######## block 1 ########
Figure 1. Clock nets (block 1).
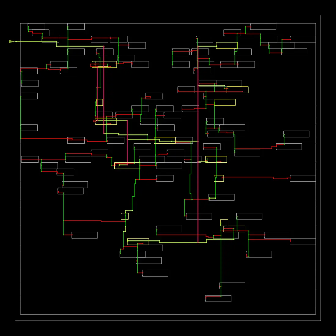
Figure 2. A small window of the routed layout (block 1).
Bar = 5 um. Region (56, 82) to (76, 102) um. Cells in gray, sequential cells in the stronger gray; small squares are vias.
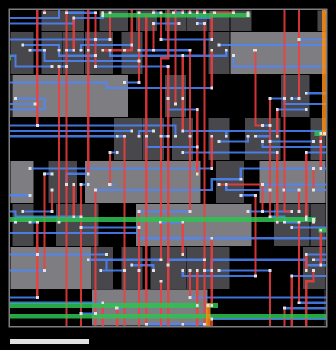
==> src/rtl/matchblock_pr_controller.sv <==
`default_nettype none
// ============================================================================
// Module   : matchblock_pr_controller
// Purpose  : Sequences partial reconfiguration of one match-block slot
//            (hold, drain, freeze, PR hand-off, settle, re-enable) and keeps
//            per-slot outstanding-work counters from snooped handshakes.
// Revision : 1.0  initial release
// ============================================================================
module matchblock_pr_controller #(
  parameter int NUM_BLOCKS    = 4,
  parameter int CNT_W         = 8,
  parameter int DRAIN_TIMEOUT = 1024,
  parameter int FREEZE_CYCLES = 4,
  parameter int SETTLE_CYCLES = 16
) (
  input  logic                  clock,
  input  logic                  reset,
  input  logic                  avs_ctrl_write,
  input  logic                  avs_ctrl_read,
  input  logic [1:0]            avs_ctrl_address,
  input  logic [31:0]           avs_ctrl_writedata,
  output logic [31:0]           avs_ctrl_readdata,
  output logic [NUM_BLOCKS-1:0] coe_localfreeze,
  output logic                  coe_globalfreeze,
  output logic [NUM_BLOCKS-1:0] coe_enable,
  output logic [NUM_BLOCKS-1:0] hold_pnode,
  input  logic [NUM_BLOCKS-1:0] mon_pnode_valid,
  input  logic [NUM_BLOCKS-1:0] mon_pnode_ready,
  input  logic [NUM_BLOCKS-1:0] mon_data_valid,
  input  logic [NUM_BLOCKS-1:0] mon_data_ack,
  output logic                  pr_start,
  input  logic                  pr_done,
  input  logic                  pr_error
);

  localparam int WAIT_MAX0 = (DRAIN_TIMEOUT > FREEZE_CYCLES) ? DRAIN_TIMEOUT : FREEZE_CYCLES;
  localparam int WAIT_MAX  = (WAIT_MAX0 > SETTLE_CYCLES) ? WAIT_MAX0 : SETTLE_CYCLES;
  localparam int WAIT_W    = $clog2(WAIT_MAX + 1);

  typedef enum logic [2:0] {
    S_IDLE   = 3'd0,
    S_HOLD   = 3'd1,
    S_DRAIN  = 3'd2,
    S_FREEZE = 3'd3,
    S_PRWAIT = 3'd4,
    S_SETTLE = 3'd5,
    S_ENABLE = 3'd6,
    S_ERROR  = 3'd7
  } state_t;

  state_t                state;
  logic [3:0]            target;
  logic [WAIT_W-1:0]     wait_cnt;
  logic                  err;
  logic                  timeout;
  logic                  ovf;
  logic                  unf;

  logic [CNT_W-1:0]      cnt     [NUM_BLOCKS];
  logic [CNT_W-1:0]      cnt_nxt [NUM_BLOCKS];
  logic [CNT_W-1:0]      tgt_cnt;
  logic [CNT_W-1:0]      tgt_cnt_nxt;
  logic                  ovf_set;
  logic                  unf_set;

  logic [NUM_BLOCKS-1:0] inc;
  logic [NUM_BLOCKS-1:0] dec;
  logic [NUM_BLOCKS-1:0] sel;
  logic [NUM_BLOCKS-1:0] wr_sel;
  logic [3:0]            wr_target;
  logic                  bad_target;
  logic                  wr_ctrl;
  logic                  wr_mask;
  logic                  start_req;
  logic                  clr_err;
  logic                  busy;
  logic [31:0]           status;
  logic                  unused_wdata;

  assign inc        = mon_pnode_valid & mon_pnode_ready;
  assign dec        = mon_data_valid & mon_data_ack;
  assign sel        = NUM_BLOCKS'(1) << target;
  assign wr_target  = avs_ctrl_writedata[7:4];
  assign wr_sel     = NUM_BLOCKS'(1) << wr_target;
  assign bad_target = {1'b0, wr_target} >= 5'(NUM_BLOCKS);
  assign wr_ctrl    = avs_ctrl_write && (avs_ctrl_address == 2'd0);
  assign wr_mask    = avs_ctrl_write && (avs_ctrl_address == 2'd1);
  assign start_req  = wr_ctrl && avs_ctrl_writedata[0];
  assign clr_err    = wr_ctrl && avs_ctrl_writedata[8];
  assign busy       = (state != S_IDLE);
  assign status     = {16'h0, ovf, unf, timeout, err, target, busy, state, 4'h0};
  assign unused_wdata = ^avs_ctrl_writedata;

  // Next counter values; the drain check looks at the next value so a final
  // ack is recognised in the same cycle it is snooped.
  always_comb begin
    ovf_set     = 1'b0;
    unf_set     = 1'b0;
    tgt_cnt     = '0;
    tgt_cnt_nxt = '0;
    for (int i = 0; i < NUM_BLOCKS; i++) begin
      cnt_nxt[i] = cnt[i];
      if (inc[i] && !dec[i]) begin
        if (cnt[i] == '1) ovf_set = 1'b1;
        else              cnt_nxt[i] = cnt[i] + CNT_W'(1);
      end else if (dec[i] && !inc[i]) begin
        if (cnt[i] == '0) unf_set = 1'b1;
        else              cnt_nxt[i] = cnt[i] - CNT_W'(1);
      end
      if (target == 4'(i)) begin
        tgt_cnt     = cnt[i];
        tgt_cnt_nxt = cnt_nxt[i];
      end
    end
  end

  always_ff @(posedge clock) begin
    if (reset) begin
      for (int i = 0; i < NUM_BLOCKS; i++) cnt[i] <= '0;
    end else begin
      for (int i = 0; i < NUM_BLOCKS; i++) begin
        if (state == S_ENABLE && target == 4'(i)) cnt[i] <= '0;
        else                                      cnt[i] <= cnt_nxt[i];
      end
    end
  end

  always_ff @(posedge clock) begin
    if (reset) begin
      state             <= S_IDLE;
      target            <= '0;
      wait_cnt          <= '0;
      err               <= 1'b0;
      timeout           <= 1'b0;
      ovf               <= 1'b0;
      unf               <= 1'b0;
      coe_localfreeze   <= '0;
      coe_globalfreeze  <= 1'b0;
      coe_enable        <= '1;
      hold_pnode        <= '0;
      pr_start          <= 1'b0;
      avs_ctrl_readdata <= '0;
    end else begin
      pr_start <= 1'b0;

      // Flag sets below take priority over a simultaneous clear.
      if (clr_err) begin
        err     <= 1'b0;
        timeout <= 1'b0;
        ovf     <= 1'b0;
        unf     <= 1'b0;
      end
      if (ovf_set) ovf <= 1'b1;
      if (unf_set) unf <= 1'b1;

      if (wr_mask && state == S_IDLE) coe_enable <= avs_ctrl_writedata[NUM_BLOCKS-1:0];

      if (avs_ctrl_read) begin
        case (avs_ctrl_address)
          2'd0:    avs_ctrl_readdata <= status;
          2'd1:    avs_ctrl_readdata <= 32'(coe_enable);
          2'd2:    avs_ctrl_readdata <= 32'(tgt_cnt);
          default: avs_ctrl_readdata <= '0;
        endcase
      end

      case (state)
        S_IDLE: begin
          if (start_req) begin
            if (bad_target) begin
              err <= 1'b1;
            end else begin
              target     <= wr_target;
              hold_pnode <= hold_pnode | wr_sel;
              state      <= S_HOLD;
            end
          end
        end
        S_HOLD: begin
          wait_cnt <= '0;
          state    <= S_DRAIN;
        end
        S_DRAIN: begin
          if (tgt_cnt_nxt == '0) begin
            wait_cnt         <= '0;
            coe_enable       <= coe_enable & ~sel;
            coe_localfreeze  <= coe_localfreeze | sel;
            coe_globalfreeze <= 1'b1;
            state            <= S_FREEZE;
          end else if (wait_cnt == WAIT_W'(DRAIN_TIMEOUT - 1)) begin
            timeout    <= 1'b1;
            err        <= 1'b1;
            coe_enable <= coe_enable & ~sel;
            state      <= S_ERROR;
          end else begin
            wait_cnt <= wait_cnt + WAIT_W'(1);
          end
        end
        S_FREEZE: begin
          if (wait_cnt == WAIT_W'(FREEZE_CYCLES - 1)) begin
            pr_start <= 1'b1;
            state    <= S_PRWAIT;
          end else begin
            wait_cnt <= wait_cnt + WAIT_W'(1);
          end
        end
        S_PRWAIT: begin
          if (pr_error) begin
            err   <= 1'b1;
            state <= S_ERROR;
          end else if (pr_done) begin
            wait_cnt <= '0;
            state    <= S_SETTLE;
          end
        end
        S_SETTLE: begin
          if (wait_cnt == WAIT_W'(SETTLE_CYCLES - 1)) begin
            coe_localfreeze  <= coe_localfreeze & ~sel;
            coe_globalfreeze <= 1'b0;
            coe_enable       <= coe_enable | sel;
            hold_pnode       <= hold_pnode & ~sel;
            state            <= S_ENABLE;
          end else begin
            wait_cnt <= wait_cnt + WAIT_W'(1);
          end
        end
        S_ENABLE: begin
          state <= S_IDLE;
        end
        S_ERROR: begin
          // The slot stays disabled until software re-enables it explicitly.
          if (clr_err) begin
            coe_localfreeze  <= coe_localfreeze & ~sel;
            coe_globalfreeze <= 1'b0;
            hold_pnode       <= hold_pnode & ~sel;
            state            <= S_IDLE;
          end
        end
      endcase
    end
  end

endmodule
`default_nettype wire

==> config.mk <==
export PLATFORM = sky130hd
export DESIGN_NAME = matchblock_pr_controller
export DESIGN_NICKNAME = d
export VERILOG_FILES = /design/src/rtl/matchblock_pr_controller.sv
export SDC_FILE = /design/constraint.sdc
export NUM_CORES = 1
export LEC_CHECK = 0
export ABC_AREA = 1
export CAP_MARGIN = 15
export CORE_MARGIN = 2
export CORE_UTILIZATION = 41
export DETAILED_ROUTE_END_ITERATION = 8
export PLACE_DENSITY = 0.7
export SLEW_MARGIN = 25
export SYNTH_ARGS = -nofsm -noshare
export SYNTH_HDL_FRONTEND = slang
export SYNTH_SLANG_ARGS = --single-unit
==> constraint.sdc <==
create_clock -name clock -period 3 [get_ports clock]
set_input_delay 0.6 -clock clock [delete_from_list [all_inputs] [get_ports clock]]
set_output_delay 0.6 -clock clock [all_outputs]
set_load 0.05 [all_outputs]
==> impl_metrics.py <==
# Auto-generated metrics
metrics = {
    "final_timing": {
        "tightest_slew_ns": 0.850,
        "setup_violations": 0,
    },
    "logic_synthesis": {
        "most_common_cell": "nand2_1",
        "ys_chip_area_um2": 6660,
        "synth_seq_share_pct": 30.1,
    },
    "clocking": {
        "path_clk_slew_ns": 0.07,
        "postCtsHoldBufs": 0,
        "clock_sinks": 84,
    },
    "power_and_ir_drop": {
        "ir_drop_uv": 294,
        "cellPowerDensity_nw_per_um2": 399,
        "pwr.group.combinational_mw": 0.910,
        "power_leader": "registers",
    },
    "worst_setup_path": {
        "crit_slowest_cell": "edfxtp_1",
        "cp_slowest_stage_delay_ns": 0.47,
    },
    "final_layout": {
        "final-comb-area_um2": 4120,
        "mostFrequentLayoutCell": "nand2_1",
        "area_growth_pct": 28.1,
    },
    "route": {
        "first_pass_iters": 6,
        "drc": 0,
    },
    "status": {
        "status": "finished, final reports clean",
    },
}
Notes on Figure 1 above:
reported clock group power: 1.16 mW
worst skew pair latency: 0.36 ns
flop count: 84
clock buffers: 11

Notes on Figure 2 above:
- met1: blue
- met4: orange
- met2: red
- met3: green
- most frequent: nand2_1 (9), dfxtp_1 (7)
- sequential cells in the window: 7
- cells with their middle in the window: 32
- netlist names of flops here include: avs_ctrl_readdata (4)


######## block 2 ########
**config.mk**
```make
export PLATFORM = sky130hd
export DESIGN_NAME = my_viterbi_flat
export DESIGN_NICKNAME = d
export VERILOG_FILES = /design/src/rtl/my_viterbi_if.sv /design/src/rtl/my_viterbi.sv /design/src/flat_wrapper.sv
export SDC_FILE = /design/constraint.sdc
export NUM_CORES = 1
export LEC_CHECK = 0
export CELL_PAD_IN_SITES_DETAIL_PLACEMENT = 0
export CELL_PAD_IN_SITES_GLOBAL_PLACEMENT = 1
export CORE_MARGIN = 2
export CORE_UTILIZATION = 50
export CTS_BUF_LIST = sky130_fd_sc_hd__clkbuf_16
export CTS_CLUSTER_DIAMETER = 30
export DETAILED_ROUTE_END_ITERATION = 12
export PLACE_DENSITY_LB_ADDON = 0.25
export SLEW_MARGIN = 10
export SYNTH_ARGS = -nofsm -noshare
export SYNTH_HDL_FRONTEND = slang
export SYNTH_SLANG_ARGS = --single-unit
```
**constraint.sdc**
```tcl
create_clock -name clk -period 8.75 [get_ports clk]
set_input_delay 0.875 -clock clk [delete_from_list [all_inputs] [get_ports clk]]
set_output_delay 0.875 -clock clk [all_outputs]
set_load 0.005 [all_outputs]
```
**src/rtl/my_viterbi_if.sv**
```systemverilog
// Serial receive-path bundle for the my_viterbi decoder.
// The master drives the coded bit stream (and the legacy pair-phase hint);
// the slave returns the decoded stream, its valid strobe, the corrected-error
// flag and the idle indication.
interface my_viterbi_if;
    logic x;         // hard-decision coded bit, one per clk
    logic clk_div2;  // legacy pair-phase hint, not used by the decoder
    logic y;         // decoded bit, valid while rd=1
    logic c;         // last frame needed correction
    logic rd;        // decoded-bit valid strobe
    logic ready;     // receiver idle, waiting for a frame start

    modport master (
        output x,
        output clk_div2,
        input  y,
        input  c,
        input  rd,
        input  ready
    );

    modport slave (
        input  x,
        input  clk_div2,
        output y,
        output c,
        output rd,
        output ready
    );
endinterface

```
**src/rtl/my_viterbi.sv**
```systemverilog
// Hard-decision Viterbi decoder, rate 1/2, K=3, generators 7 (g0) and 5 (g1).
// A frame is 14 coded bits (7 trellis steps), g0 then g1 per step. Survivors
// are kept by register exchange; after the last pair the best path is loaded
// into an output shift register and streamed out oldest bit first.
// Compile-time option: VITERBI_TAIL_EN -- frames are zero-terminated, so the
// final selection always takes state 0 instead of searching for the minimum.
module my_viterbi (
    input  logic        clk,
    input  logic        reset,   // asynchronous, active low
    my_viterbi_if.slave bus
);

    localparam logic [1:0] ST_IDLE   = 2'd0;
    localparam logic [1:0] ST_RECV   = 2'd1;
    localparam logic [1:0] ST_SELECT = 2'd2;

    localparam logic [3:0] LAST_BIT  = 4'd13;
    localparam logic [3:0] METRIC_MAX = 4'hF;

    logic [1:0] state_reg;
    logic [3:0] bit_cnt_reg;
    logic       even_bit_reg;
    logic       c_reg;

    // Path metrics and register-exchange survivors, indexed by state {s1,s2}
    logic [3:0] metric_reg [4];
    logic [6:0] path_reg   [4];
    logic [3:0] metric_next [4];
    logic [6:0] path_next   [4];

    // Output serializer
    logic [6:0] out_shift_reg;
    logic [2:0] out_cnt_reg;
    logic       y_reg;
    logic       rd_reg;

    // Final-state choice
    logic [1:0] best_idx_next;
    logic [3:0] best_metric_next;

    // Received pair: g0 bit was captured on the even edge, g1 is arriving now
    logic [1:0] rx_pair;
    assign rx_pair = {even_bit_reg, bus.x};

    // The pair phase comes from bit_cnt_reg; the legacy hint is deliberately ignored
    logic unused_clk_div2;
    assign unused_clk_div2 = bus.clk_div2;

    // One add-compare-select unit per next state {u, a}.
    // Its predecessors are {a,0} and {a,1}; the branch from {s1,s2} under input u
    // emits (u^s1^s2, u^s2), so the two candidate branches emit complementary pairs.
    genvar gi;
    generate
        for (gi = 0; gi < 4; gi++) begin : g_acs
            localparam logic [1:0] NS   = 2'(gi);
            localparam logic [1:0] P0   = {NS[0], 1'b0};
            localparam logic [1:0] P1   = {NS[0], 1'b1};
            localparam logic [1:0] EXP0 = {NS[1] ^ NS[0], NS[1]};
            localparam logic [1:0] EXP1 = EXP0 ^ 2'b11;

            logic [1:0] diff0, diff1;
            logic [1:0] bm0, bm1;
            logic [4:0] sum0, sum1;
            logic [3:0] sat0, sat1;
            logic       take1;

            assign diff0 = rx_pair ^ EXP0;
            assign diff1 = rx_pair ^ EXP1;
            assign bm0   = {1'b0, diff0[1]} + {1'b0, diff0[0]};
            assign bm1   = {1'b0, diff1[1]} + {1'b0, diff1[0]};
            assign sum0  = {1'b0, metric_reg[P0]} + {3'b000, bm0};
            assign sum1  = {1'b0, metric_reg[P1]} + {3'b000, bm1};
            assign sat0  = sum0[4] ? METRIC_MAX : sum0[3:0];
            assign sat1  = sum1[4] ? METRIC_MAX : sum1[3:0];
            // Strictly smaller wins, so a tie keeps the s2=0 predecessor
            assign take1 = (sat1 < sat0);

            assign metric_next[gi] = take1 ? sat1 : sat0;
            assign path_next[gi]   = take1 ? {path_reg[P1][5:0], NS[1]}
                                           : {path_reg[P0][5:0], NS[1]};
        end
    endgenerate

    // Choose the terminal state whose survivor is emitted
    always_comb begin
        best_idx_next    = 2'd0;
        best_metric_next = metric_reg[0];
`ifdef VITERBI_TAIL_EN
        // Zero-terminated frames always end in state 0
        best_idx_next    = 2'd0;
        best_metric_next = metric_reg[0];
`else
        // Strict compare keeps the lowest index on ties
        for (int i = 1; i < 4; i++) begin
            if (metric_reg[i] < best_metric_next) begin
                best_metric_next = metric_reg[i];
                best_idx_next    = 2'(i);
            end
        end
`endif
    end

    // Receiver FSM: frame detection, bit capture, ACS updates and final select
    always_ff @(posedge clk or negedge reset) begin
        if (!reset) begin
            state_reg    <= ST_IDLE;
            bit_cnt_reg  <= 4'd0;
            even_bit_reg <= 1'b0;
            c_reg        <= 1'b0;
            for (int i = 0; i < 4; i++) begin
                metric_reg[i] <= 4'd0;
                path_reg[i]   <= 7'd0;
            end
        end else begin
            case (state_reg)
                ST_IDLE: begin
                    // Every frame opens with info bit 1, hence coded bit 0 is 1
                    if (bus.x) begin
                        even_bit_reg <= 1'b1;
                        bit_cnt_reg  <= 4'd1;
                        state_reg    <= ST_RECV;
                        for (int i = 0; i < 4; i++) begin
                            metric_reg[i] <= (i == 0) ? 4'd0 : METRIC_MAX;
                            path_reg[i]   <= 7'd0;
                        end
                    end
                end
                ST_RECV: begin
                    if (bit_cnt_reg[0]) begin
                        for (int i = 0; i < 4; i++) begin
                            metric_reg[i] <= metric_next[i];
                            path_reg[i]   <= path_next[i];
                        end
                    end else begin
                        even_bit_reg <= bus.x;
                    end
                    if (bit_cnt_reg == LAST_BIT) begin
                        state_reg <= ST_SELECT;
                    end else begin
                        bit_cnt_reg <= bit_cnt_reg + 4'd1;
                    end
                end
                ST_SELECT: begin
                    c_reg       <= (best_metric_next != 4'd0);
                    bit_cnt_reg <= 4'd0;
                    state_reg   <= ST_IDLE;
                end
                default: begin
                    state_reg <= ST_IDLE;
                end
            endcase
        end
    end

    // Output serializer: load the survivor on select, then shift out 7 bits MSB first
    always_ff @(posedge clk or negedge reset) begin
        if (!reset) begin
            out_shift_reg <= 7'd0;
            out_cnt_reg   <= 3'd0;
            y_reg         <= 1'b0;
            rd_reg        <= 1'b0;
        end else if (state_reg == ST_SELECT) begin
            out_shift_reg <= path_reg[best_idx_next];
            out_cnt_reg   <= 3'd7;
            y_reg         <= 1'b0;
            rd_reg        <= 1'b0;
        end else if (out_cnt_reg != 3'd0) begin
            y_reg         <= out_shift_reg[6];
            rd_reg        <= 1'b1;
            out_shift_reg <= {out_shift_reg[5:0], 1'b0};
            out_cnt_reg   <= out_cnt_reg - 3'd1;
        end else begin
            y_reg  <= 1'b0;
            rd_reg <= 1'b0;
        end
    end

    assign bus.y     = y_reg;
    assign bus.c     = c_reg;
    assign bus.rd    = rd_reg;
    assign bus.ready = (state_reg == ST_IDLE);

endmodule

```
**src/flat_wrapper.sv**
```systemverilog
// flat-port wrapper written by rule: the top's interface ports become plain ports
module my_viterbi_flat 
  (clk, reset, bus_x, bus_clk_div2, bus_y, bus_c, bus_rd, bus_ready);
  my_viterbi_if bus_i ();
  input  logic clk;
  input  logic reset;
  input wire logic [$bits(bus_i.x)-1:0] bus_x;
  input wire logic [$bits(bus_i.clk_div2)-1:0] bus_clk_div2;
  output wire logic [$bits(bus_i.y)-1:0] bus_y;
  output wire logic [$bits(bus_i.c)-1:0] bus_c;
  output wire logic [$bits(bus_i.rd)-1:0] bus_rd;
  output wire logic [$bits(bus_i.ready)-1:0] bus_ready;
  assign bus_i.x = bus_x;
  assign bus_i.clk_div2 = bus_clk_div2;
  assign bus_y = bus_i.y;
  assign bus_c = bus_i.c;
  assign bus_rd = bus_i.rd;
  assign bus_ready = bus_i.ready;
  my_viterbi u_core (.clk(clk), .reset(reset), .bus(bus_i));
endmodule
```
==> impl_metrics.py <==
# Auto-generated metrics
metrics = {
    "global_routing": {
        "met1_usage_pct": 29.5,
        "grt_busiest_layer": "met2",
        "use_met3_pct": 4.87,
        "first_global_vias": 3471,
        "grt_antenna_before_repair": 0,
    },
    "route": {
        "dr_wl_met3_um": 214,
        "wl_per_cell_um": 16.1,
    },
    "placed_design": {
        "place_congestion": 0.883,
    },
    "final_layout": {
        "largest_cell_class": "multi-input combinational cells",
        "comb_cells": 373,
    },
    "worst_setup_path": {
        "worst_setup_path_start_kind": "flop",
    },
    "power_and_ir_drop": {
        "p_switching_mw": 0.933,
        "p_comb_share_pct": 62.4,
    },
    "floorplanning": {
        "dieArea_um2": 10000,
    },
    "min_path": {
        "hp-class": "flop to flop",
        "hp-start": "u_core.path_reg[27]$_DFFE_PN0P_",
    },
    "final_timing": {
        "fmax_mhz": 194,
        "hold_slack_ns": 0.477,
    },
    "logic_synthesis": {
        "ys.flops": 58,
        "fp_nets": 553,
    },
    "clocking": {
        "ctsResizeCount": 0,
    },
    "status": {
        "status": "finished, final reports clean",
    },
}
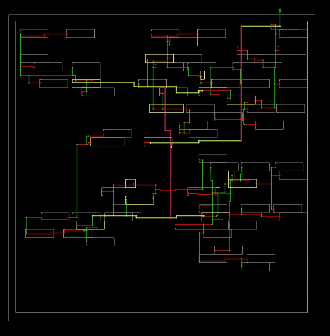
Figure 3: block 2, clock nets.
Num CTS Buffers: 9
worst skew pair latency: 0.33 ns

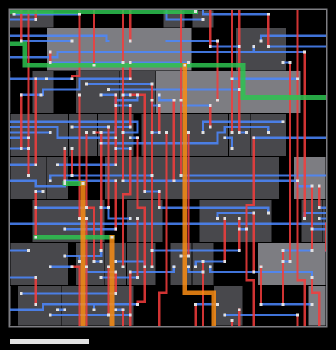
Figure 4: block 2, a small window of the routed layout.
Bar = 5 um. Region (40, 60) to (60, 80) um. Cells in gray, sequential cells in the stronger gray; small squares are vias.
- met2: red
- met3: green
- met4: orange
- met1: blue
- netlist names of flops here include: u_core.bus.c (1), u_core.even_bit_reg (1)
- cells with their middle in the window: 28
- most frequent: ha_1 (5), nand2_1 (3), nor2_1 (3)
- sequential cells in the window: 2

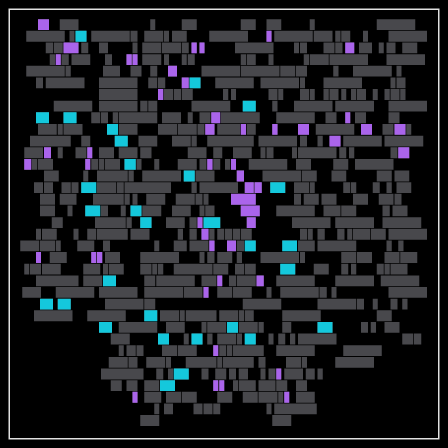
Figure 5: block 2, logic cells by family.
- NOR gates: purple (cells 50; where widely spread)
- AND-OR and OR-AND gates: cyan (cells 30)
Commonest Layout Cell: dfrtp_1
Final Non-Filler Cells: 609
logic share of the area: 57.9%



==> layout pictures side by side <==
Wiring heat map.
image #1
26 x 26 tiles, from white (low) to dark blue (high), scaled to the fullest tile. Values are wire area over tile area, all layers added.
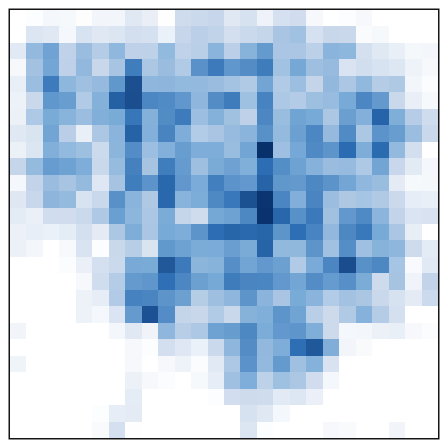
image #2
20 x 20 tiles, from white (low) to dark blue (high), scaled to the fullest tile. Values are wire area over tile area, all layers added.
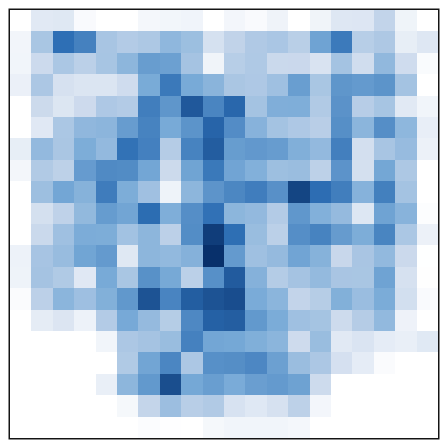
Block 1 is image #1.
Block 2 is image #2.

Key to image #2:
- mean over tiles: 0.15
- tiles over half the peak: 26%
- nearly empty tiles: 16%
- densest ninth of the die: middle

Power and IR drop assume default switching activity.
